# instruction_loader_flat

===== config.mk =====
export PLATFORM = sky130hd
export DESIGN_NAME = instruction_loader_flat
export DESIGN_NICKNAME = d
export VERILOG_FILES = /design/src/rtl/instruction_loader_if.sv /design/src/rtl/instruction_loader.sv /design/src/flat_wrapper.sv
export SDC_FILE = /design/constraint.sdc
export NUM_CORES = 1
export LEC_CHECK = 0
export CAP_MARGIN = 20
export CORE_MARGIN = 5
export CORE_UTILIZATION = 35
export DETAILED_ROUTE_END_ITERATION = 8
export PLACE_DENSITY = 0.62
export SYNTH_ARGS = -nofsm -noshare
export SYNTH_HDL_FRONTEND = slang
export SYNTH_SLANG_ARGS = --single-unit

===== constraint.sdc =====
create_clock -name clk -period 6.7 [get_ports clk]
set_clock_uncertainty 0.2 [all_clocks]
set_input_delay 1.005 -clock clk [delete_from_list [all_inputs] [get_ports clk]]
set_output_delay 1.005 -clock clk [all_outputs]
set_load 0.1 [all_outputs]

===== src/rtl/instruction_loader_if.sv =====
// rtl/instruction_loader_if.sv - byte stream and instruction-memory write bus of the loader
//
// Purpose: bundles the host byte stream (valid/ready) and the instruction-memory
// write port that the loader drives.
// Modports:
//   master - the loader: consumes the byte stream, drives byte_ready and the imem write port
//   slave  - the opposite side: byte source plus instruction-memory write sink
// Signals:
//   byte_in[7:0], byte_valid   source -> loader
//   byte_ready                 loader -> source
//   imem_addr[ADDR_WIDTH-1:0], imem_data[31:0], imem_we   loader -> memory
interface instruction_loader_if #(
  parameter int ADDR_WIDTH = 7
);
  logic [7:0]            byte_in;
  logic                  byte_valid;
  logic                  byte_ready;
  logic [ADDR_WIDTH-1:0] imem_addr;
  logic [31:0]           imem_data;
  logic                  imem_we;

  modport master (
    input  byte_in,
    input  byte_valid,
    output byte_ready,
    output imem_addr,
    output imem_data,
    output imem_we
  );

  modport slave (
    output byte_in,
    output byte_valid,
    input  byte_ready,
    input  imem_addr,
    input  imem_data,
    input  imem_we
  );
endinterface


===== src/rtl/instruction_loader.sv =====
// rtl/instruction_loader.sv - byte-stream program loader for the instruction memory
//
// Purpose: receives a header byte (word count N, 0 = DEPTH words) followed by
// 4*N bytes, assembles big-endian 32-bit words and writes them to instruction
// memory addresses 0..N-1. When N < DEPTH a zero halt word is written at
// address N. The control unit is held suspended and in reset until the load
// completes successfully.
// Optional feature macro: LOADER_CHECKSUM_EN - a trailing checksum byte (XOR of
// all data bytes) is required after the data; a mismatch rejects the load.
// Ports:
//   clk        in   clock, rising-edge
//   rst        in   asynchronous active-high reset
//   start      in   begin a load (only honoured when not busy)
//   bus        master modport: byte_in/byte_valid/byte_ready, imem_addr/imem_data/imem_we
//   cpu_hold   out  control unit suspend
//   cpu_rst_n  out  control unit reset, active low
//   busy       out  load in progress
//   done       out  last load completed (sticky until start/rst)
//   error      out  last load rejected (sticky until start/rst)
// All outputs are registered.
module instruction_loader #(
  parameter int ADDR_WIDTH = 7,
  parameter int DEPTH      = 128
) (
  input  logic                 clk,
  input  logic                 rst,
  input  logic                 start,
  instruction_loader_if.master bus,
  output logic                 cpu_hold,
  output logic                 cpu_rst_n,
  output logic                 busy,
  output logic                 done,
  output logic                 error
);

  // One extra bit so that a full-depth word count is representable.
  localparam int WIDX = ADDR_WIDTH + 1;

  localparam logic [2:0] S_IDLE   = 3'd0;
  localparam logic [2:0] S_HEADER = 3'd1;
  localparam logic [2:0] S_BYTE   = 3'd2;
  localparam logic [2:0] S_WRITE  = 3'd3;
  localparam logic [2:0] S_TERM   = 3'd4;
  localparam logic [2:0] S_CHECK  = 3'd5;
  localparam logic [2:0] S_DONE   = 3'd6;
  localparam logic [2:0] S_ERROR  = 3'd7;

  localparam logic [WIDX-1:0] FULL_COUNT = WIDX'(DEPTH);

  logic [2:0]            state_q, state_d;
  logic [WIDX-1:0]       widx_q, widx_d;
  logic [WIDX-1:0]       nwords_q, nwords_d;
  logic [1:0]            bcnt_q, bcnt_d;
  // Only the first three bytes of a word need storing; the fourth goes
  // straight into imem_data together with them.
  logic [23:0]           asm_q, asm_d;

  logic                  byte_ready_q, byte_ready_d;
  logic [ADDR_WIDTH-1:0] imem_addr_q, imem_addr_d;
  logic [31:0]           imem_data_q, imem_data_d;
  logic                  imem_we_q, imem_we_d;
  logic                  cpu_hold_q, cpu_hold_d;
  logic                  cpu_rst_n_q, cpu_rst_n_d;
  logic                  busy_q, busy_d;
  logic                  done_q, done_d;
  logic                  error_q, error_d;

`ifdef LOADER_CHECKSUM_EN
  logic [7:0]            xor_q, xor_d;
`endif

  logic                  fire;
  logic [WIDX-1:0]       widx_inc;
  logic                  hdr_illegal;

  // Handshake uses the registered ready that the source actually sees.
  assign fire        = bus.byte_valid && byte_ready_q;
  assign widx_inc    = widx_q + 1'b1;
  assign hdr_illegal = (32'(bus.byte_in) > 32'(DEPTH));

  always_comb begin
    state_d     = state_q;
    widx_d      = widx_q;
    nwords_d    = nwords_q;
    bcnt_d      = bcnt_q;
    asm_d       = asm_q;
    imem_addr_d = imem_addr_q;
    imem_data_d = imem_data_q;
`ifdef LOADER_CHECKSUM_EN
    xor_d       = xor_q;
`endif

    case (state_q)
      S_IDLE, S_DONE, S_ERROR: begin
        if (start) begin
          state_d     = S_HEADER;
          widx_d      = '0;
          bcnt_d      = '0;
          imem_addr_d = '0;
`ifdef LOADER_CHECKSUM_EN
          xor_d       = '0;
`endif
        end
      end

      S_HEADER: begin
        if (fire) begin
          if (bus.byte_in == 8'd0) begin
            nwords_d = FULL_COUNT;
            state_d  = S_BYTE;
          end else if (hdr_illegal) begin
            state_d  = S_ERROR;
          end else begin
            nwords_d = WIDX'(bus.byte_in);
            state_d  = S_BYTE;
          end
        end
      end

      S_BYTE: begin
        if (fire) begin
          asm_d  = {asm_q[15:0], bus.byte_in};
          bcnt_d = bcnt_q + 2'd1;
`ifdef LOADER_CHECKSUM_EN
          xor_d  = xor_q ^ bus.byte_in;
`endif
          if (bcnt_q == 2'd3) begin
            imem_data_d = {asm_q, bus.byte_in};
            imem_addr_d = widx_q[ADDR_WIDTH-1:0];
            state_d     = S_WRITE;
          end
        end
      end

      S_WRITE: begin
        widx_d = widx_inc;
        if (widx_inc < nwords_q) begin
          state_d = S_BYTE;
        end else if (nwords_q < FULL_COUNT) begin
          // Halt word right after the program; N < DEPTH so the address fits.
          imem_addr_d = nwords_q[ADDR_WIDTH-1:0];
          imem_data_d = '0;
          state_d     = S_TERM;
        end else begin
`ifdef LOADER_CHECKSUM_EN
          state_d = S_CHECK;
`else
          state_d = S_DONE;
`endif
        end
      end

      S_TERM: begin
`ifdef LOADER_CHECKSUM_EN
        state_d = S_CHECK;
`else
        state_d = S_DONE;
`endif
      end

`ifdef LOADER_CHECKSUM_EN
      S_CHECK: begin
        if (fire) begin
          state_d = (bus.byte_in == xor_q) ? S_DONE : S_ERROR;
        end
      end
`endif

      default: state_d = S_IDLE;
    endcase

    // Outputs are a function of the next state so they appear registered
    // in the same cycle the state becomes current.
    byte_ready_d = (state_d == S_HEADER) || (state_d == S_BYTE) || (state_d == S_CHECK);
    imem_we_d    = (state_d == S_WRITE) || (state_d == S_TERM);
    busy_d       = !((state_d == S_IDLE) || (state_d == S_DONE) || (state_d == S_ERROR));
    cpu_hold_d   = (state_d != S_DONE);
    cpu_rst_n_d  = (state_d == S_DONE);
    done_d       = (state_d == S_DONE);
    error_d      = (state_d == S_ERROR);
  end

  always_ff @(posedge clk or posedge rst) begin
    if (rst) begin
      state_q      <= S_IDLE;
      widx_q       <= '0;
      nwords_q     <= '0;
      bcnt_q       <= '0;
      asm_q        <= '0;
      byte_ready_q <= 1'b0;
      imem_addr_q  <= '0;
      imem_data_q  <= '0;
      imem_we_q    <= 1'b0;
      cpu_hold_q   <= 1'b1;
      cpu_rst_n_q  <= 1'b0;
      busy_q       <= 1'b0;
      done_q       <= 1'b0;
      error_q      <= 1'b0;
`ifdef LOADER_CHECKSUM_EN
      xor_q        <= '0;
`endif
    end else begin
      state_q      <= state_d;
      widx_q       <= widx_d;
      nwords_q     <= nwords_d;
      bcnt_q       <= bcnt_d;
      asm_q        <= asm_d;
      byte_ready_q <= byte_ready_d;
      imem_addr_q  <= imem_addr_d;
      imem_data_q  <= imem_data_d;
      imem_we_q    <= imem_we_d;
      cpu_hold_q   <= cpu_hold_d;
      cpu_rst_n_q  <= cpu_rst_n_d;
      busy_q       <= busy_d;
      done_q       <= done_d;
      error_q      <= error_d;
`ifdef LOADER_CHECKSUM_EN
      xor_q        <= xor_d;
`endif
    end
  end

  assign bus.byte_ready = byte_ready_q;
  assign bus.imem_addr  = imem_addr_q;
  assign bus.imem_data  = imem_data_q;
  assign bus.imem_we    = imem_we_q;
  assign cpu_hold       = cpu_hold_q;
  assign cpu_rst_n      = cpu_rst_n_q;
  assign busy           = busy_q;
  assign done           = done_q;
  assign error          = error_q;

endmodule


===== src/flat_wrapper.sv =====
// flat-port wrapper written by rule: the top's interface ports become plain ports
module instruction_loader_flat 
#(
  parameter int ADDR_WIDTH = 7,
  parameter int DEPTH      = 128
)
  (clk, rst, start, cpu_hold, cpu_rst_n, busy, done, error, bus_byte_in, bus_byte_valid, bus_byte_ready, bus_imem_addr, bus_imem_data, bus_imem_we);
  instruction_loader_if #(.ADDR_WIDTH(ADDR_WIDTH)) bus_i ();
  input  logic clk;
  input  logic rst;
  input  logic start;
  output logic cpu_hold;
  output logic cpu_rst_n;
  output logic busy;
  output logic done;
  output logic error;
  input wire logic [$bits(bus_i.byte_in)-1:0] bus_byte_in;
  input wire logic [$bits(bus_i.byte_valid)-1:0] bus_byte_valid;
  output wire logic [$bits(bus_i.byte_ready)-1:0] bus_byte_ready;
  output wire logic [$bits(bus_i.imem_addr)-1:0] bus_imem_addr;
  output wire logic [$bits(bus_i.imem_data)-1:0] bus_imem_data;
  output wire logic [$bits(bus_i.imem_we)-1:0] bus_imem_we;
  assign bus_i.byte_in = bus_byte_in;
  assign bus_i.byte_valid = bus_byte_valid;
  assign bus_byte_ready = bus_i.byte_ready;
  assign bus_imem_addr = bus_i.imem_addr;
  assign bus_imem_data = bus_i.imem_data;
  assign bus_imem_we = bus_i.imem_we;
  instruction_loader #(.ADDR_WIDTH(ADDR_WIDTH), .DEPTH(DEPTH)) u_core (.clk(clk), .rst(rst), .start(start), .bus(bus_i), .cpu_hold(cpu_hold), .cpu_rst_n(cpu_rst_n), .busy(busy), .done(done), .error(error));
endmodule

==> reports/metrics.yaml <==
crit_required_ns: 5.49
cts_inserted_buffers: 9
cpMaxStageDelayCell: "clkdlybuf4s50_1"
fp_util_pct: 35.4
tightest_slew_ns: 0.989
synth.yosys.warnings: 0
crit_type: "flip-flop to output port"
cts_tree: "done"
cp-endpoint: "cpu_hold"
met2_length_um: 4120
comb_cells: 206
gr-total-overflow: 0
max-cap-violations: 0
relSlewSlack_pct: 33.9
r2r-start: "u_core.widx_q[0]"
met1_usage_pct: 18.1
top_cells_by_count: "dfrtp_1, mux2_2, nand2_1"
route.met3.wl_um: 355
vias: 2668
stdcell_area_mm2: 0.00502
tns_ns: 0
status: "finished clean"
root_buffer: "clkbuf_16"
slowest_delay_ns: 1.12
place_ws_ns: 3.24
warnings: 26
hold_viol_final: 0
cp-startpoint: "u_core.cpu_hold"
==> power breakdown <==
group	total, uW	internal [uW]	switching [uW]	leakage (uW)
logic	798	289	509	0.000917
registers	813	681	132	0.00120
clock network	494	263	232	0.000147
==> cells by family (layout without fill, tap and decap cells) <==
group | after synthesis | after routing | share of synthesized area (%)
XOR/XNOR | 6 | 6 | 1.31
multiplexers | 45 | 45 | 12.4
buffers and inverters | 29 | 90 | 3.43
AND/OR/NAND/NOR | 76 | 76 | 9.49
flip-flops | 90 | 90 | 56.2
AND-OR/OR-AND | 70 | 70 | 14.3
adder cells (fa/ha/maj) | 9 | 9 | 2.81
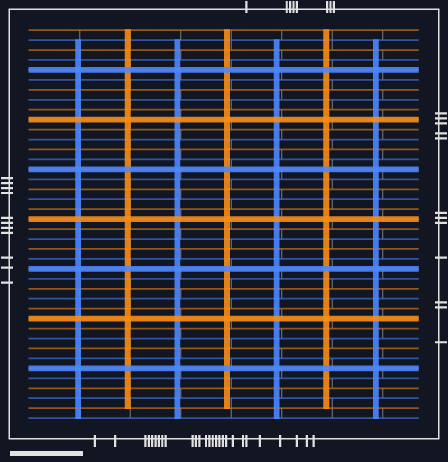
**Above:** instruction_loader_flat (PDN straps and rails).
Bar = 20 um. Pins as bars on the die edge. Tap cells in grey.
[orange] VDD
[blue] VSS
met5 straps: 7
met1 rails: 40

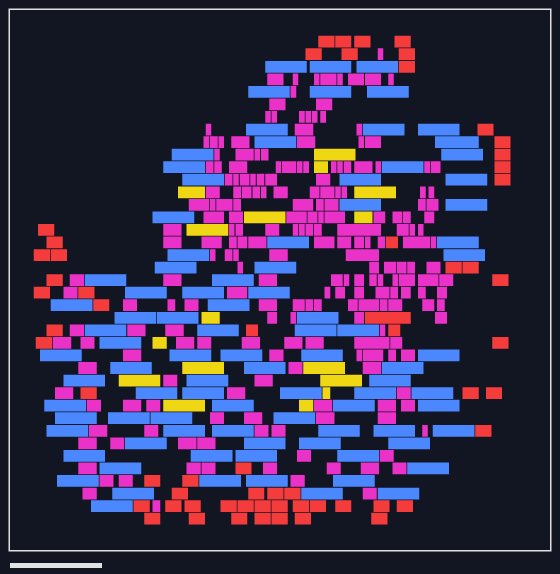
**Above:** instruction_loader_flat (placed cells, one colour a class).
Bar = 20 um.
[red] remaining buffers and delay cells | cells: 61 | share of their area: 13%
[magenta] remaining logic cells | cells: 219 | share of their area: 35%
[yellow] clock drivers and dummy loads | cells: 16 | share of their area: 6.1%
[blue] registers | cells: 90 | share of their area: 47%


# mem_port_arbiter_rv

### config.mk
export PLATFORM = sky130hd
export DESIGN_NAME = mem_port_arbiter_rv
export DESIGN_NICKNAME = d
export VERILOG_FILES = /design/src/rtl/mem_port_arbiter_rv_pkg.sv /design/src/rtl/mem_lane_rv.sv /design/src/rtl/mem_port_arbiter_rv.sv
export SDC_FILE = /design/constraint.sdc
export NUM_CORES = 1
export LEC_CHECK = 0
export ABC_CLOCK_PERIOD_IN_PS = 1750
export CORE_UTILIZATION = 39
export CTS_BUF_LIST = sky130_fd_sc_hd__clkbuf_4
export DETAILED_ROUTE_END_ITERATION = 6
export PLACE_DENSITY = 0.74
export SYNTH_ARGS = -nofsm -noshare
export SYNTH_HDL_FRONTEND = slang
export SYNTH_SLANG_ARGS = --single-unit
export TNS_END_PERCENT = 5
### constraint.sdc
create_clock -name iwClk -period 1.75 [get_ports iwClk]
set_input_delay 0.2625 -clock iwClk [delete_from_list [all_inputs] [get_ports iwClk]]
set_output_delay 0.2625 -clock iwClk [all_outputs]
set_load 0.005 [all_outputs]
### src/rtl/mem_port_arbiter_rv_pkg.sv
// Shared types and constants for the instruction/data SRAM port arbiter.
// MEM_ARB_BYTE_ENABLE_EN selects byte-enable stores instead of read-modify-write.
package mem_port_arbiter_rv_pkg;

  localparam logic [1:0] MEM_ACCESS_BYTE      = 2'b00;
  localparam logic [1:0] MEM_ACCESS_HALF_WORD = 2'b01;
  localparam logic [1:0] MEM_ACCESS_WORD      = 2'b10;

  localparam logic [3:0] EXCEPTION_SUCCESS         = 4'd0;
  localparam logic [3:0] EXCEPTION_MISALIGNED_DATA = 4'd4;

`ifdef MEM_ARB_BYTE_ENABLE_EN
  localparam bit ARB_RMW = 1'b0;
`else
  localparam bit ARB_RMW = 1'b1;
`endif

  typedef enum logic [2:0] {
    ST_IDLE,
    ST_I_RD,
    ST_I_WAIT,
    ST_D_RD,
    ST_D_WAIT,
    ST_D_WR,
    ST_RESP
  } arb_state_t;

  function automatic logic misaligned(
    input logic [1:0] acc,
    input logic [1:0] lane
  );
    logic bad;
    bad = 1'b0;
    case (acc)
      MEM_ACCESS_BYTE:      bad = 1'b0;
      MEM_ACCESS_HALF_WORD: bad = lane[0];
      MEM_ACCESS_WORD:      bad = |lane;
      default:              bad = 1'b1;
    endcase
    return bad;
  endfunction

endpackage

### src/rtl/mem_lane_rv.sv
// Little-endian lane handling: load extract/extend and store steering.
// MEM_ARB_BYTE_ENABLE_EN: emit replicated data + lane mask instead of a merged word.
module mem_lane_rv
  import mem_port_arbiter_rv_pkg::*;
(
  input  logic [1:0]  iwAccess,
  input  logic [1:0]  iwLane,
  input  logic        iwSignExtend,
  input  logic [31:0] iwRWord,
  input  logic [31:0] iwWData,
  output logic [31:0] owLoadData,
  output logic [31:0] owStoreData,
  output logic [3:0]  owBe
);

  logic [7:0]  w_byte;
  logic [15:0] w_half;
  logic [3:0]  w_mask;
  logic [31:0] w_repl;
  logic [31:0] w_merge;

  assign w_byte = iwRWord[{iwLane, 3'b000} +: 8];
  assign w_half = iwLane[1] ? iwRWord[31:16] : iwRWord[15:0];

  always_comb begin
    w_mask     = 4'hF;
    w_repl     = iwWData;
    owLoadData = iwRWord;
    case (iwAccess)
      MEM_ACCESS_BYTE: begin
        w_mask     = 4'b0001 << iwLane;
        w_repl     = {4{iwWData[7:0]}};
        owLoadData = {{24{iwSignExtend & w_byte[7]}}, w_byte};
      end
      MEM_ACCESS_HALF_WORD: begin
        w_mask     = iwLane[1] ? 4'b1100 : 4'b0011;
        w_repl     = {2{iwWData[15:0]}};
        owLoadData = {{16{iwSignExtend & w_half[15]}}, w_half};
      end
      default: begin
        w_mask     = 4'hF;
        w_repl     = iwWData;
        owLoadData = iwRWord;
      end
    endcase
  end

  always_comb begin
    w_merge = iwRWord;
    for (int i = 0; i < 4; i++)
      if (w_mask[i])
        w_merge[8*i +: 8] = w_repl[8*i +: 8];
  end

`ifdef MEM_ARB_BYTE_ENABLE_EN
  assign owStoreData = w_repl;
  assign owBe        = w_mask;
`else
  assign owStoreData = w_merge;
  assign owBe        = 4'hF;
`endif

endmodule

### src/rtl/mem_port_arbiter_rv.sv
// Fetch/data arbiter for one single-port SRAM; data has fixed priority.
// MEM_ARB_BYTE_ENABLE_EN: sub-word stores write directly with a lane mask.
module mem_port_arbiter_rv
  import mem_port_arbiter_rv_pkg::*;
#(
  parameter int MEM_ADDR_W = 30
) (
  input  logic                  iwClk,
  input  logic                  iwRst,
  input  logic                  iwIReq,
  input  logic [31:0]           iwIAddr,
  output logic                  orIAck,
  output logic [31:0]           orIData,
  input  logic                  iwDReq,
  input  logic                  iwDWrite,
  input  logic [1:0]            iwDAccess,
  input  logic                  iwDSignExtend,
  input  logic [31:0]           iwDAddr,
  input  logic [31:0]           iwDWData,
  output logic                  orDAck,
  output logic [31:0]           orDRData,
  output logic [3:0]            orDException,
  output logic [MEM_ADDR_W-1:0] orMemAddr,
  output logic                  orMemRead,
  output logic                  orMemWrite,
  output logic [31:0]           orMemWData,
  output logic [3:0]            orMemBe,
  input  logic [31:0]           iwMemRData
);

  arb_state_t r_state, w_next;

  logic        r_isData;
  logic        r_write;
  logic [1:0]  r_access;
  logic        r_sext;
  logic        r_misal;
  logic [31:0] r_addr;
  logic [31:0] r_wdata;
  logic [31:0] r_rdata;

  logic        w_dMisal;
  logic        w_direct;
  logic [31:0] w_load;
  logic [31:0] w_store;
  logic [3:0]  w_be;

  assign w_dMisal = misaligned(iwDAccess, iwDAddr[1:0]);
  assign w_direct = iwDWrite & (!ARB_RMW || iwDAccess == MEM_ACCESS_WORD);

  mem_lane_rv u_lane (
    .iwAccess     (r_access),
    .iwLane       (r_addr[1:0]),
    .iwSignExtend (r_sext),
    .iwRWord      (r_rdata),
    .iwWData      (r_wdata),
    .owLoadData   (w_load),
    .owStoreData  (w_store),
    .owBe         (w_be)
  );

  always_ff @(posedge iwClk) begin
    if (iwRst) r_state <= ST_IDLE;
    else       r_state <= w_next;
  end

  always_comb begin
    w_next = r_state;
    case (r_state)
      ST_IDLE: begin
        if (iwDReq) begin
          if (w_dMisal)      w_next = ST_RESP;
          else if (w_direct) w_next = ST_D_WR;
          else               w_next = ST_D_RD;
        end else if (iwIReq) begin
          w_next = ST_I_RD;
        end
      end
      ST_I_RD:   w_next = ST_I_WAIT;
      ST_I_WAIT: w_next = ST_RESP;
      ST_D_RD:   w_next = ST_D_WAIT;
      ST_D_WAIT: w_next = r_write ? ST_D_WR : ST_RESP;
      ST_D_WR:   w_next = ST_RESP;
      ST_RESP:   w_next = ST_IDLE;
      default:   w_next = ST_IDLE;
    endcase
  end

  // Requester fields are latched only on acceptance in IDLE.
  always_ff @(posedge iwClk) begin
    if (iwRst) begin
      r_isData <= 1'b0;
      r_write  <= 1'b0;
      r_access <= 2'b00;
      r_sext   <= 1'b0;
      r_misal  <= 1'b0;
      r_addr   <= '0;
      r_wdata  <= '0;
      r_rdata  <= '0;
    end else begin
      if (r_state == ST_IDLE) begin
        if (iwDReq) begin
          r_isData <= 1'b1;
          r_write  <= iwDWrite;
          r_access <= iwDAccess;
          r_sext   <= iwDSignExtend;
          r_misal  <= w_dMisal;
          r_addr   <= iwDAddr;
          r_wdata  <= iwDWData;
        end else if (iwIReq) begin
          r_isData <= 1'b0;
          r_write  <= 1'b0;
          r_access <= MEM_ACCESS_WORD;
          r_sext   <= 1'b0;
          r_misal  <= 1'b0;
          r_addr   <= iwIAddr;
          r_wdata  <= '0;
        end
      end
      if (r_state == ST_I_WAIT || r_state == ST_D_WAIT)
        r_rdata <= iwMemRData;
    end
  end

  always_comb begin
    orIAck       = 1'b0;
    orIData      = '0;
    orDAck       = 1'b0;
    orDRData     = '0;
    orDException = EXCEPTION_SUCCESS;
    orMemAddr    = '0;
    orMemRead    = 1'b0;
    orMemWrite   = 1'b0;
    orMemWData   = '0;
    orMemBe      = 4'h0;
    case (r_state)
      ST_I_RD, ST_D_RD: begin
        orMemRead = 1'b1;
        orMemAddr = r_addr[MEM_ADDR_W+1:2];
      end
      ST_D_WR: begin
        orMemWrite = 1'b1;
        orMemAddr  = r_addr[MEM_ADDR_W+1:2];
        orMemWData = w_store;
        orMemBe    = w_be;
      end
      ST_RESP: begin
        if (r_isData) begin
          orDAck       = 1'b1;
          orDException = r_misal ? EXCEPTION_MISALIGNED_DATA
                                 : EXCEPTION_SUCCESS;
          orDRData     = (r_write || r_misal) ? 32'h0 : w_load;
        end else begin
          orIAck  = 1'b1;
          orIData = r_rdata;
        end
      end
      default: ;
    endcase
  end

endmodule

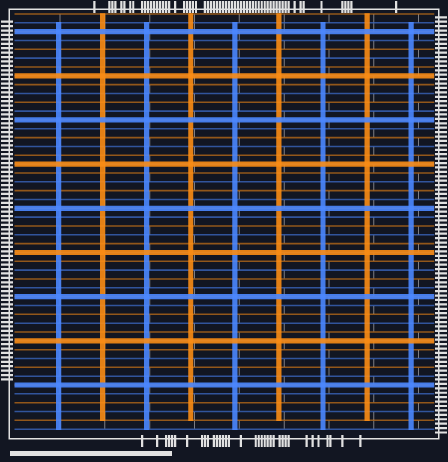
**Above:** mem_port_arbiter_rv (PDN straps and rails).
Bar = 50 um. Pins as bars on the die edge. Tap cells in grey.
[blue] VSS
[orange] VDD
signal pins: 274
rows: 47

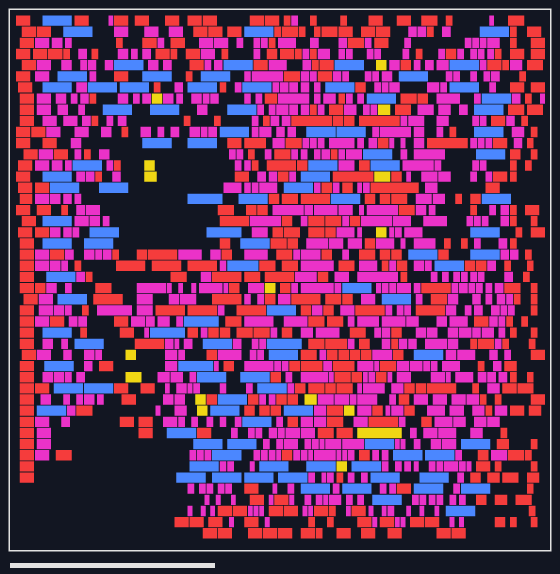
**Above:** mem_port_arbiter_rv (placed cells, one colour a class).
Bar = 50 um.
[yellow] clock drivers and dummy loads | cells: 16 | share of their area: 1.5%
[red] remaining buffers and delay cells | cells: 422 | share of their area: 37%
[blue] registers | cells: 105 | share of their area: 20%
[magenta] remaining logic cells | cells: 626 | share of their area: 42%

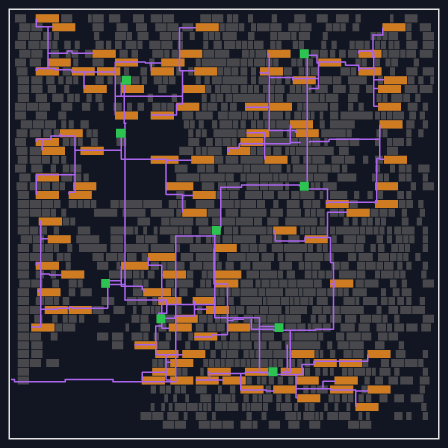
**Above:** mem_port_arbiter_rv (clock wires, drivers and flops).
[green] clock-net drivers | count: 9
[purple] clock wires | length: 1420 um
[orange] flip-flops | count: 105
routed clock nets: 10
flops lie: spread over the die

==> reports/metrics.yaml <==
fp_util_pct: 39.8
status: "finished with violations"
sh_comb_area_pct: 40.5
synth_area_leader_cell: "dfxtp_1"
setup_violations: 135
flop_cell: "dfxtp_1"
gr-total-overflow: 0
synth.yosys.warnings: 0
clock_latency_ns: 0.53
violations: "setup timing"
cts_inserted_buffers: 9
area_leaders: "dfxtp_1, a21oi_1, o21ai_0"
topCombFamilyByArea: "AND-OR/OR-AND gates"
ys_sh_simple_pct: 18.6
ys_seq_share_pct: 32.0
synthesis.area_mm2: 0.00657
finClkSkew_ns: 0.0260
worst_slack_ns: -0.692
r2r-start: "r_state[0]"
## stage by stage
stage	hold slack (ns)	cell area [um^2]	cells	setup TNS [ns]
after floorplan	0.399	6580	837	0
after global placement	0.461	10100	1330	-30.61
after detailed placement	0.469	10100	1330	-32.89
after CTS	0.00390	10800	1384	-50.93
after global routing	0.0879	10900	1390	-59.30
final	0.0884	10900	1390	-48.10
## layer usage
metal  GRT usage, %  vias up  share of wire, %
met4           18.5        0               5.4
met2           53.2      502                48
met3           8.04      102               8.9
met1           36.8     3881                38
met5              0        -                 0
li1               -     3749                 -

# imem_loader

<file path="src/rtl/imem_loader.sv">
// Boot-time instruction-memory loader: assembles a length-prefixed little-endian
// byte stream into 32-bit words, writes them from address 0 and stalls fetch until done.
module imem_loader #(
    parameter int DEPTH = 128,
    parameter int AW    = 7
) (
    input  logic          clk,
    input  logic          rst_n,
    input  logic          start,
    input  logic          byte_valid,
    input  logic [7:0]    byte_data,
    output logic          byte_ready,
    output logic          mem_we,
    output logic [AW-1:0] mem_waddr,
    output logic [31:0]   mem_wdata,
    output logic          core_stall,
    output logic          load_done,
    output logic          load_err,
    output logic [15:0]   words_loaded
);

    typedef enum logic [2:0] {
        IDLE = 3'd0,
        HDR0 = 3'd1,
        HDR1 = 3'd2,
        DATA = 3'd3,
        DONE = 3'd4,
        ERR  = 3'd5
    } state_t;

    localparam logic [15:0] DEPTH_W = 16'(DEPTH);

    state_t        state_q, state_d;
    logic [15:0]   n_q, n_d;
    logic [15:0]   word_cnt_q, word_cnt_d;
    logic [1:0]    byte_idx_q, byte_idx_d;
    logic [23:0]   asm_q, asm_d;
    logic          mem_we_q, mem_we_d;
    logic [AW-1:0] mem_waddr_q, mem_waddr_d;
    logic [31:0]   mem_wdata_q, mem_wdata_d;
    logic          core_stall_q, core_stall_d;
    logic          load_done_q, load_done_d;
    logic          xfer;
    logic [15:0]   n_full;

    assign byte_ready   = (state_q == HDR0) || (state_q == HDR1) || (state_q == DATA);
    assign xfer         = byte_valid && byte_ready;
    assign n_full       = {byte_data, n_q[7:0]};
    assign mem_we       = mem_we_q;
    assign mem_waddr    = mem_waddr_q;
    assign mem_wdata    = mem_wdata_q;
    assign core_stall   = core_stall_q;
    assign load_done    = load_done_q;
    assign load_err     = (state_q == ERR);
    assign words_loaded = word_cnt_q;

    always_comb begin
        state_d     = state_q;
        n_d         = n_q;
        word_cnt_d  = word_cnt_q;
        byte_idx_d  = byte_idx_q;
        asm_d       = asm_q;
        mem_we_d    = 1'b0;
        mem_waddr_d = mem_waddr_q;
        mem_wdata_d = mem_wdata_q;
        // A start seen in DONE hands the memory back to the loader on the next edge.
        load_done_d  = (state_q == DONE) && !start;
        core_stall_d = !load_done_d;

        case (state_q)
            IDLE: begin
                if (start) begin
                    state_d = HDR0;
                end
            end
            HDR0: begin
                if (xfer) begin
                    n_d[7:0] = byte_data;
                    state_d  = HDR1;
                end
            end
            HDR1: begin
                if (xfer) begin
                    n_d = n_full;
                    if (n_full == 16'd0) begin
                        state_d = DONE;
                    end else if (n_full > DEPTH_W) begin
                        state_d = ERR;
                    end else begin
                        word_cnt_d = 16'd0;
                        byte_idx_d = 2'd0;
                        state_d    = DATA;
                    end
                end
            end
            DATA: begin
                if (xfer) begin
                    asm_d      = {byte_data, asm_q[23:8]};
                    byte_idx_d = byte_idx_q + 2'd1;
                    if (byte_idx_q == 2'd3) begin
                        mem_we_d    = 1'b1;
                        mem_waddr_d = word_cnt_q[AW-1:0];
                        mem_wdata_d = {byte_data, asm_q};
                        word_cnt_d  = word_cnt_q + 16'd1;
                        if (word_cnt_q + 16'd1 == n_q) begin
                            state_d = DONE;
                        end
                    end
                end
            end
            DONE, ERR: begin
                if (start) begin
                    state_d    = HDR0;
                    word_cnt_d = 16'd0;
                    byte_idx_d = 2'd0;
                end
            end
            default: begin
                state_d = IDLE;
            end
        endcase
    end

    always_ff @(posedge clk) begin
        if (!rst_n) begin
            state_q      <= IDLE;
            n_q          <= 16'd0;
            word_cnt_q   <= 16'd0;
            byte_idx_q   <= 2'd0;
            asm_q        <= 24'd0;
            mem_we_q     <= 1'b0;
            mem_waddr_q  <= '0;
            mem_wdata_q  <= 32'd0;
            core_stall_q <= 1'b1;
            load_done_q  <= 1'b0;
        end else begin
            state_q      <= state_d;
            n_q          <= n_d;
            word_cnt_q   <= word_cnt_d;
            byte_idx_q   <= byte_idx_d;
            asm_q        <= asm_d;
            mem_we_q     <= mem_we_d;
            mem_waddr_q  <= mem_waddr_d;
            mem_wdata_q  <= mem_wdata_d;
            core_stall_q <= core_stall_d;
            load_done_q  <= load_done_d;
        end
    end

endmodule

</file>
<file path="config.mk">
export PLATFORM = sky130hd
export DESIGN_NAME = imem_loader
export DESIGN_NICKNAME = d
export VERILOG_FILES = /design/src/rtl/imem_loader.sv
export SDC_FILE = /design/constraint.sdc
export NUM_CORES = 1
export LEC_CHECK = 0
export CORE_MARGIN = 2
export CORE_UTILIZATION = 50
export CTS_CLUSTER_SIZE = 8
export DETAILED_ROUTE_END_ITERATION = 10
export GPL_TIMING_DRIVEN = 0
export PLACE_DENSITY_LB_ADDON = 0.1
export RECOVER_POWER = 100
export SLEW_MARGIN = 40
export SYNTH_ARGS = -nofsm -noshare
export SYNTH_HDL_FRONTEND = slang
export SYNTH_SLANG_ARGS = --single-unit
</file>
<file path="constraint.sdc">
create_clock -name clk -period 3.79 [get_ports clk]
set_clock_uncertainty 0.15 [all_clocks]
set_input_delay 0.758 -clock clk [delete_from_list [all_inputs] [get_ports clk]]
set_output_delay 0.758 -clock clk [all_outputs]
set_load 0.01 [all_outputs]
</file>
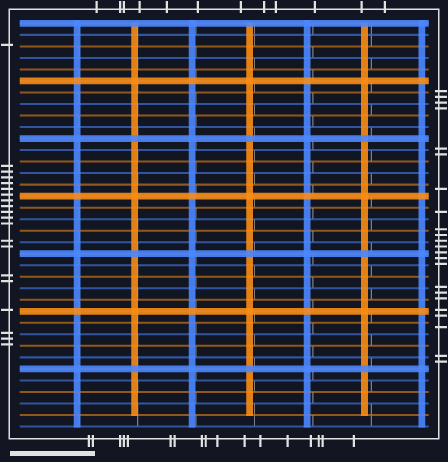
**Above:** imem_loader (PDN straps and rails).
Bar = 20 um. Pins as bars on the die edge. Tap cells in grey.
[orange] VDD
[blue] VSS
tap cells: 111
rows: 35
met4 straps: 7
met5 straps: 7
met1 rails: 36

==> reports/metrics.yaml <==
stdcell_area_mm2: 0.00574
end_kind: "flip-flop"
area_delta_synth_final_pct: 21.9
status: "finished clean"
warnings: 26
flop_cell: "dfxtp_1"
gr-total-overflow: 0
rsz0062_at_grt: "false"
muxShareOfSynthArea_pct: 0.637
synth_top_cell_by_count: "nand2_1"
synth_cell_types: 51
drive_gt1_share_pct: 5.39
cts.htree.levels: 3
rr_worst_depth: 9
hpwl_um: 9050
yosys_cells: 582
start_kind: "input port"
core-area_mm2: 0.00920
first_global_vias: 4096
path_cells: "dlygate4sd3_1 -> or4_1 -> nor2_1 -> a31oi_1 -> o21ai_0 -> o21a_1 -> buf_2 -> buf_2 -> a31oi_1"
pwr-share-clk_pct: 31.1
cpMaxStageDelayCell: "dlygate4sd3_1"
-- state kept, by name (all words and copies together) (netlist names) --
name,flops
mem_waddr,7
byte_idx_q,2
mem_we,1
words_loaded,16
asm_q,24
n_q,16
state_q,3
mem_wdata,32
core_stall,1
load_done,1
-- cell type report --
cell class / count / share of cell area [%]
Tap cell: 111 / 2.42
Clock buffer: 10 / 2.22
Inverter: 3 / 0.196
Multi-Input combinational cell: 431 / 42.0
Buffer: 45 / 3.59
Sequential cell: 103 / 35.9
Clock inverter: 6 / 1.42
Timing Repair Buffer: 70 / 12.2

# rom_port_arbiter

**src/rtl/rom_arb_pkg.sv**
```systemverilog
`default_nettype none
// ============================================================================
// Module      : rom_arb_pkg
// Description : Shared constants and response type for the ROM port arbiter.
// Revision    : 1.0 - initial release
// ============================================================================
package rom_arb_pkg;

    localparam int NUM_PORTS  = 2;
    localparam int PORT_FETCH = 0;
    localparam int PORT_LOAD  = 1;
    localparam int RESP_DATA_WIDTH = 32;

    typedef struct packed {
        logic [RESP_DATA_WIDTH-1:0] data;
        logic                       err;
    } resp_t;

endpackage : rom_arb_pkg
`default_nettype wire

```
**src/rtl/rom_arb_resp_slot.sv**
```systemverilog
`default_nettype none
// ============================================================================
// Module      : rom_arb_resp_slot
// Description : One-entry registered response buffer with valid/ready.
//               A load always wins over a consume so a consumed entry can be
//               replaced in the same cycle without a bubble.
// Revision    : 1.0 - initial release
// ============================================================================
module rom_arb_resp_slot
    import rom_arb_pkg::*;
(
    input  logic  clk,
    input  logic  rst_n,
    input  logic  load,
    input  logic  consume,
    input  resp_t load_resp,
    output logic  valid,
    output resp_t resp
);

    logic  r_valid;
    resp_t r_resp;

    // Slot state: load new response, else drop it when consumed, else hold.
    always_ff @(posedge clk or negedge rst_n) begin
        if (!rst_n) begin
            r_valid <= 1'b0;
            r_resp  <= '0;
        end else if (load) begin
            r_valid <= 1'b1;
            r_resp  <= load_resp;
        end else if (consume) begin
            r_valid <= 1'b0;
        end
    end

    assign valid = r_valid;
    assign resp  = r_resp;

endmodule : rom_arb_resp_slot
`default_nettype wire

```
**src/rtl/rom_port_arbiter.sv**
```systemverilog
`default_nettype none
// ============================================================================
// Module      : rom_port_arbiter
// Description : Round-robin arbiter sharing one combinational ROM read port
//               between instruction fetch (port 0) and data load (port 1).
//               Bad addresses (misaligned / out of range) return an error
//               response with zero data.
// Revision    : 1.0 - initial release
// ============================================================================
module rom_port_arbiter
    import rom_arb_pkg::*;
#(
    parameter int ADDR_WIDTH      = 32,
    parameter int DATA_WIDTH      = 32,
    parameter int MEM_DEPTH_BYTES = 1024
) (
    input  logic                                  clk,
    input  logic                                  rst_n,
    input  logic [NUM_PORTS-1:0]                  req_valid,
    input  logic [NUM_PORTS-1:0][ADDR_WIDTH-1:0]  req_addr,
    output logic [NUM_PORTS-1:0]                  req_ready,
    output logic [NUM_PORTS-1:0]                  resp_valid,
    output logic [NUM_PORTS-1:0][DATA_WIDTH-1:0]  resp_data,
    output logic [NUM_PORTS-1:0]                  resp_err,
    input  logic [NUM_PORTS-1:0]                  resp_ready,
    output logic [ADDR_WIDTH-1:0]                 mem_addr,
    input  logic [DATA_WIDTH-1:0]                 mem_data
);

    // Highest legal word-aligned byte address.
    localparam logic [ADDR_WIDTH-1:0] C_MAX_ADDR = ADDR_WIDTH'(MEM_DEPTH_BYTES - 4);

    logic [NUM_PORTS-1:0] w_elig;
    logic [NUM_PORTS-1:0] w_grant;
    logic                 w_err;
    resp_t                w_load_resp;
    logic                 r_last_grant;   // 1 = load port granted most recently
    logic [NUM_PORTS-1:0] w_slot_valid;
    resp_t                w_slot_resp [NUM_PORTS];

    // A port may be granted only if its slot is free or is being drained now.
    assign w_elig = req_valid & (~w_slot_valid | resp_ready);

    // Round-robin grant: a tie goes to the port not granted most recently.
    always_comb begin
        w_grant = w_elig;
        if (w_elig[PORT_FETCH] && w_elig[PORT_LOAD]) begin
            w_grant = r_last_grant ? 2'b01 : 2'b10;
        end
    end

    // Steer the granted address onto the ROM; idle address is zero.
    always_comb begin
        mem_addr = '0;
        if (w_grant[PORT_FETCH]) begin
            mem_addr = req_addr[PORT_FETCH];
        end else if (w_grant[PORT_LOAD]) begin
            mem_addr = req_addr[PORT_LOAD];
        end
    end

    assign req_ready = w_grant;

    // Error detection on the address actually presented to the ROM.
    always_comb begin
        w_err            = (mem_addr[1:0] != 2'b00) || (mem_addr > C_MAX_ADDR);
        w_load_resp.err  = w_err;
        w_load_resp.data = w_err ? '0 : mem_data;
    end

    // Remember the winner; idle cycles leave the priority unchanged.
    always_ff @(posedge clk or negedge rst_n) begin
        if (!rst_n) begin
            r_last_grant <= 1'b1;
        end else if (|w_grant) begin
            r_last_grant <= w_grant[PORT_LOAD];
        end
    end

    for (genvar p = 0; p < NUM_PORTS; p++) begin : g_slot
        rom_arb_resp_slot u_slot (
            .clk       (clk),
            .rst_n     (rst_n),
            .load      (w_grant[p]),
            .consume   (resp_ready[p]),
            .load_resp (w_load_resp),
            .valid     (w_slot_valid[p]),
            .resp      (w_slot_resp[p])
        );
        assign resp_data[p] = w_slot_resp[p].data;
        assign resp_err[p]  = w_slot_resp[p].err;
    end : g_slot

    assign resp_valid = w_slot_valid;

endmodule : rom_port_arbiter
`default_nettype wire

```
**config.mk**
```make
export PLATFORM = sky130hd
export DESIGN_NAME = rom_port_arbiter
export DESIGN_NICKNAME = d
export VERILOG_FILES = /design/src/rtl/rom_arb_pkg.sv /design/src/rtl/rom_arb_resp_slot.sv /design/src/rtl/rom_port_arbiter.sv
export SDC_FILE = /design/constraint.sdc
export NUM_CORES = 1
export LEC_CHECK = 0
export ABC_AREA = 1
export CORE_ASPECT_RATIO = 1.25
export CORE_MARGIN = 4
export CORE_UTILIZATION = 41
export DETAILED_ROUTE_END_ITERATION = 12
export GPL_TIMING_DRIVEN = 0
export PLACE_DENSITY = 0.88
export SLEW_MARGIN = 25
export SYNTH_ARGS = -nofsm -noshare
export SYNTH_HDL_FRONTEND = slang
export SYNTH_HIERARCHICAL = 1
export SYNTH_SLANG_ARGS = --single-unit
```
**constraint.sdc**
```tcl
create_clock -name clk -period 2.5 [get_ports clk]
set_clock_uncertainty 0.2 [all_clocks]
set_input_delay 0.375 -clock clk [delete_from_list [all_inputs] [get_ports clk]]
set_output_delay 0.375 -clock clk [all_outputs]
set_load 0.02 [all_outputs]
```
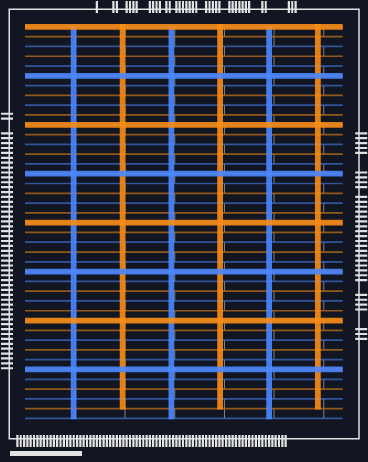
**Above:** rom_port_arbiter (PDN straps and rails).
Bar = 20 um. Pins as bars on the die edge. Tap cells in grey.
[orange] VDD
[blue] VSS
tap cells: 126
rows: 40
met4 straps: 6

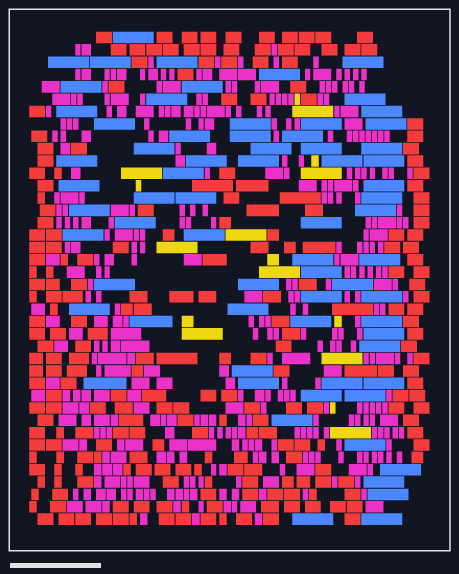
**Above:** rom_port_arbiter (placed cells, one colour a class).
Bar = 20 um.
[red] remaining buffers and delay cells | cells: 241 | share of their area: 37%
[yellow] clock drivers and dummy loads | cells: 16 | share of their area: 4.1%
[blue] registers | cells: 69 | share of their area: 27%
[magenta] remaining logic cells | cells: 388 | share of their area: 32%

==> reports/metrics.yaml <==
internal-power_uw: 2270
path_cells: "buf_4 -> inv_2 -> nand3_4 -> nand2_4 -> clkinv_4 -> a22o_1 -> dlygate4sd2_1"
core.rowCount: 40
grt_use_total_pct: 22.0
stdcell_area_mm2: 0.00661
top_usage_layer: "met2"
grt_max_degree: 45
setup_violations: 0
hold_viol_final: 0
synth_area_leader_cell: "dfrtp_1"
p_comb_share_pct: 31.5
place.gp.congestion: 0.862
end_kind: "output port"
clock_latency_ns: 0.32
top_cells_by_count: "nand2_1, dfrtp_1, inv_1"
ant_nets: 0
ys_chip_area_mm2: 0.00404
root_buffer: "clkbuf_16"
hp-class: "input port to flip-flop"
p_sw_uw: 1060
vias: 4007
worst_slack_ns: 0.108
cts-resized-gates: 61
status: "finished clean"
tightest_slew_ns: 0.372
viasPerCell: 4.77
final_cells: 840
die_area_mm2: 0.0115
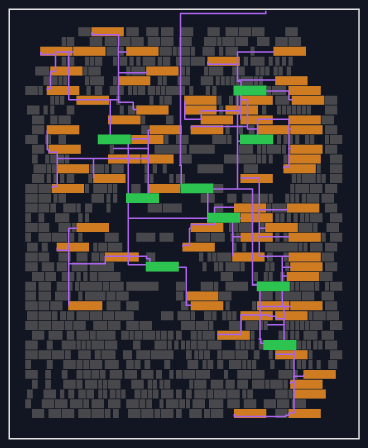
**Above:** rom_port_arbiter (clock wires, drivers and flops).
[green] clock-net drivers | count: 9
[orange] flip-flops | count: 69
[purple] clock wires | length: 865 um
routed clock nets: 10

==> area by class of cell <==
type                            count  area, um^2  share of cell area (%)
Buffer                             25         308                    4.66
Clock buffer                       12         236                    3.58
Clock inverter                      4        25.0                   0.379
Inverter                           45         191                    2.90
Multi-Input combinational cell    343        1880                    28.4
Sequential cell                    69        1730                    26.2
Tap cell                          126         158                    2.38
Timing Repair Buffer              216        2090                    31.5
==> kinds of logic after synthesis <==
family,after synthesis,synth area share [%]
simple gates,328,42.2
buf+inv,70,11.9
flops,69,42.8
compound gates,14,3.10

# fruit_spawner

<file path="config.mk">
export PLATFORM = sky130hd
export DESIGN_NAME = fruit_spawner
export DESIGN_NICKNAME = d
export VERILOG_FILES = /design/src/rtl/fruit_spawner.sv
export SDC_FILE = /design/constraint.sdc
export NUM_CORES = 1
export LEC_CHECK = 0
export ABC_CLOCK_PERIOD_IN_PS = 3900
export CORE_MARGIN = 8
export CORE_UTILIZATION = 53
export DETAILED_ROUTE_END_ITERATION = 6
export GPL_ROUTABILITY_DRIVEN = 0
export HOLD_SLACK_MARGIN = 0.08
export PLACE_DENSITY = 0.91
export SYNTH_ARGS = -nofsm -noshare
export SYNTH_HDL_FRONTEND = slang
export SYNTH_SLANG_ARGS = --single-unit
</file>
<file path="constraint.sdc">
create_clock -name clk -period 3.9 [get_ports clk]
set_input_delay 0.975 -clock clk [delete_from_list [all_inputs] [get_ports clk]]
set_output_delay 0.975 -clock clk [all_outputs]
set_load 0.02 [all_outputs]
</file>
<file path="src/rtl/fruit_spawner.sv">
// fruit_spawner: paces fruit/bomb launches and offers one randomized spawn descriptor at a time
module fruit_spawner #(
  parameter int MIN_GAP     = 20,
  parameter int X_MIN       = 64,
  parameter int VY_BASE     = 12,
  parameter int BOMB_THRESH = 28
) (
  input  logic       clk,
  input  logic       rst,
  input  logic [4:0] rand_word,
  input  logic       frame_tick,
  input  logic       enable,
  input  logic       spawn_ready,
  output logic       spawn_valid,
  output logic [9:0] spawn_x,
  output logic [3:0] spawn_vx,
  output logic [4:0] spawn_vy,
  output logic [1:0] spawn_type,
  output logic       spawn_bomb,
  output logic [7:0] spawn_count
);
  typedef enum logic [2:0] {IDLE, WAIT, S0, S1, S2, OFFER} state_t;
  state_t state, state_n;
  logic [8:0] gap_cnt, gap_n;
  logic       valid_n, bomb_n;
  logic [9:0] x_n;
  logic [3:0] vx_n;
  logic [4:0] vy_n;
  logic [1:0] type_n;
  logic [7:0] count_n;
  logic       accept;
  assign accept = state == OFFER && enable && spawn_ready;
  // state and registered outputs
  always_ff @(posedge clk) begin
    if (rst) begin
      state       <= IDLE;
      gap_cnt     <= '0;
      spawn_valid <= 1'b0;
      spawn_x     <= '0;
      spawn_vx    <= '0;
      spawn_vy    <= '0;
      spawn_type  <= '0;
      spawn_bomb  <= 1'b0;
      spawn_count <= '0;
    end else begin
      state       <= state_n;
      gap_cnt     <= gap_n;
      spawn_valid <= valid_n;
      spawn_x     <= x_n;
      spawn_vx    <= vx_n;
      spawn_vy    <= vy_n;
      spawn_type  <= type_n;
      spawn_bomb  <= bomb_n;
      spawn_count <= count_n;
    end
  end
  // next state: dropping enable returns to IDLE ahead of any other transition
  always_comb begin
    state_n = state;
    if (!enable) state_n = IDLE;
    else case (state)
      IDLE:    state_n = WAIT;
      WAIT:    state_n = frame_tick && gap_cnt <= 9'd1 ? S0 : WAIT;
      S0:      state_n = S1;
      S1:      state_n = S2;
      S2:      state_n = OFFER;
      OFFER:   state_n = spawn_ready ? WAIT : OFFER;
      default: state_n = IDLE;
    endcase
  end
  // next output values: each field latches only on its build step, so an offer holds steady
  always_comb begin
    gap_n   = state_n == WAIT && state != WAIT ? 9'(MIN_GAP) + 9'(rand_word) :
              state == WAIT && state_n == WAIT && frame_tick ? gap_cnt - 9'd1 : gap_cnt;
    valid_n = state_n == OFFER;
    x_n     = state == S0 && state_n == S1 ? 10'(X_MIN) + {1'b0, rand_word, 4'b0000} : spawn_x;
    vx_n    = state == S1 && state_n == S2 ? {1'b0, rand_word[2:0]} - 4'd4 : spawn_vx;
    type_n  = state == S1 && state_n == S2 ? rand_word[4:3] : spawn_type;
    vy_n    = state == S2 && state_n == OFFER ? 5'(VY_BASE) + {1'b0, rand_word[3:0]} : spawn_vy;
    bomb_n  = state == S2 && state_n == OFFER ? int'(rand_word) >= BOMB_THRESH : spawn_bomb;
    count_n = accept ? spawn_count + 8'd1 : spawn_count;
  end
endmodule

</file>
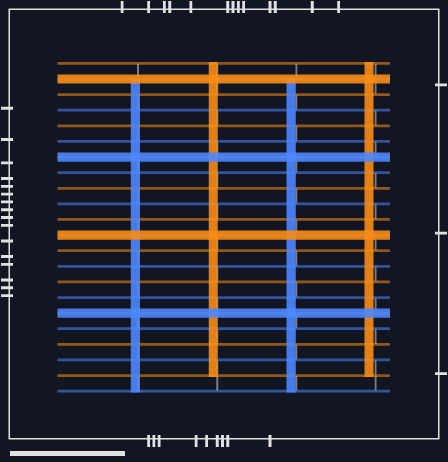
**Above:** fruit_spawner (PDN straps and rails).
Bar = 20 um. Pins as bars on the die edge. Tap cells in grey.
[blue] VSS
[orange] VDD
rows: 21
met5 straps: 4

==> reports/metrics.yaml <==
status: "finished clean"
final_cells: 287
placed_area_mm2: 0.00217
ys_seq_share_pct: 41.8
place_ws_ns: 1.17
cp.depth: 6
tns_ns: 0
pg_clk_uw: 278
swShare_pct: 25.2
synth_area_leader_cell: "dfxtp_1"
cp-endpoint: "gap_cnt[2]"
largest-register: "gap_cnt"
critPathArrivalTime_ns: 2.66
min-delay-start: "spawn_x[7]"
edf_count: 0
nClkBuffers: 6
p_per_area_mw_per_mm2: 348
hpwl_um: 3070
seq-power_uw: 410
layout by cell type (no fill, tap or decap), types with 2 or more instances in the layout:
cell             netlist  layout
nand3b_1               3       3
nand2b_1               2       2
o21ai_0                5       5
a211oi_1              10      10
nor4_1                 4       4
mux2i_1                8       8
or4_1                  2       2
and3_1                 2       2
nor2_1                35      35
nand2_1                8       8
nand3_1                9       9
a21oi_1               10      10
or2_2                  2       2
dfxtp_1               38      38
nand4_1                4       4
conb_1                 1       4
xnor2_1                5       5
inv_1                  6       6
clkdlybuf4s50_1        0      36
xor2_1                 7       7
clkbuf_4               0       5
ha_1                   5       5
nor3_1                11      11


==> screenshots <==
Clock wires, drivers and flops.
shot_01.png
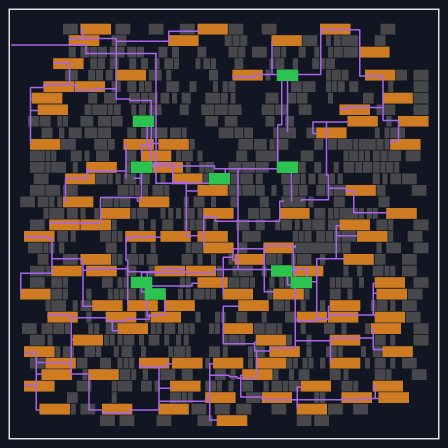
shot_02.png
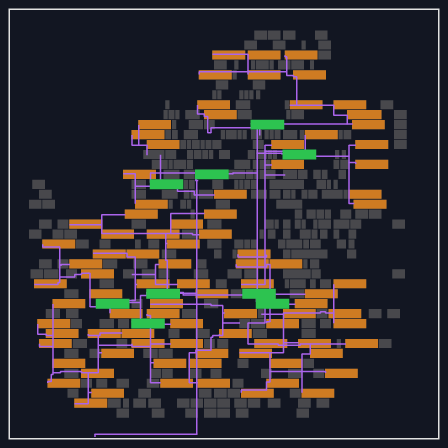
shot_03.png
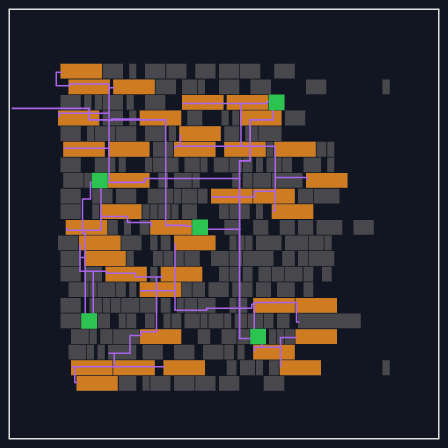
instruction_loader_flat is shot_02.png.
imem_loader is shot_01.png.
fruit_spawner is shot_03.png.

Key to shot_01.png:
[purple] clock wires | length: 1230 um
[green] clock-net drivers | count: 9
[orange] flip-flops | count: 103
routed clock nets: 10
flops lie: spread over the die

Power is estimated from default activity; no workload was simulated.
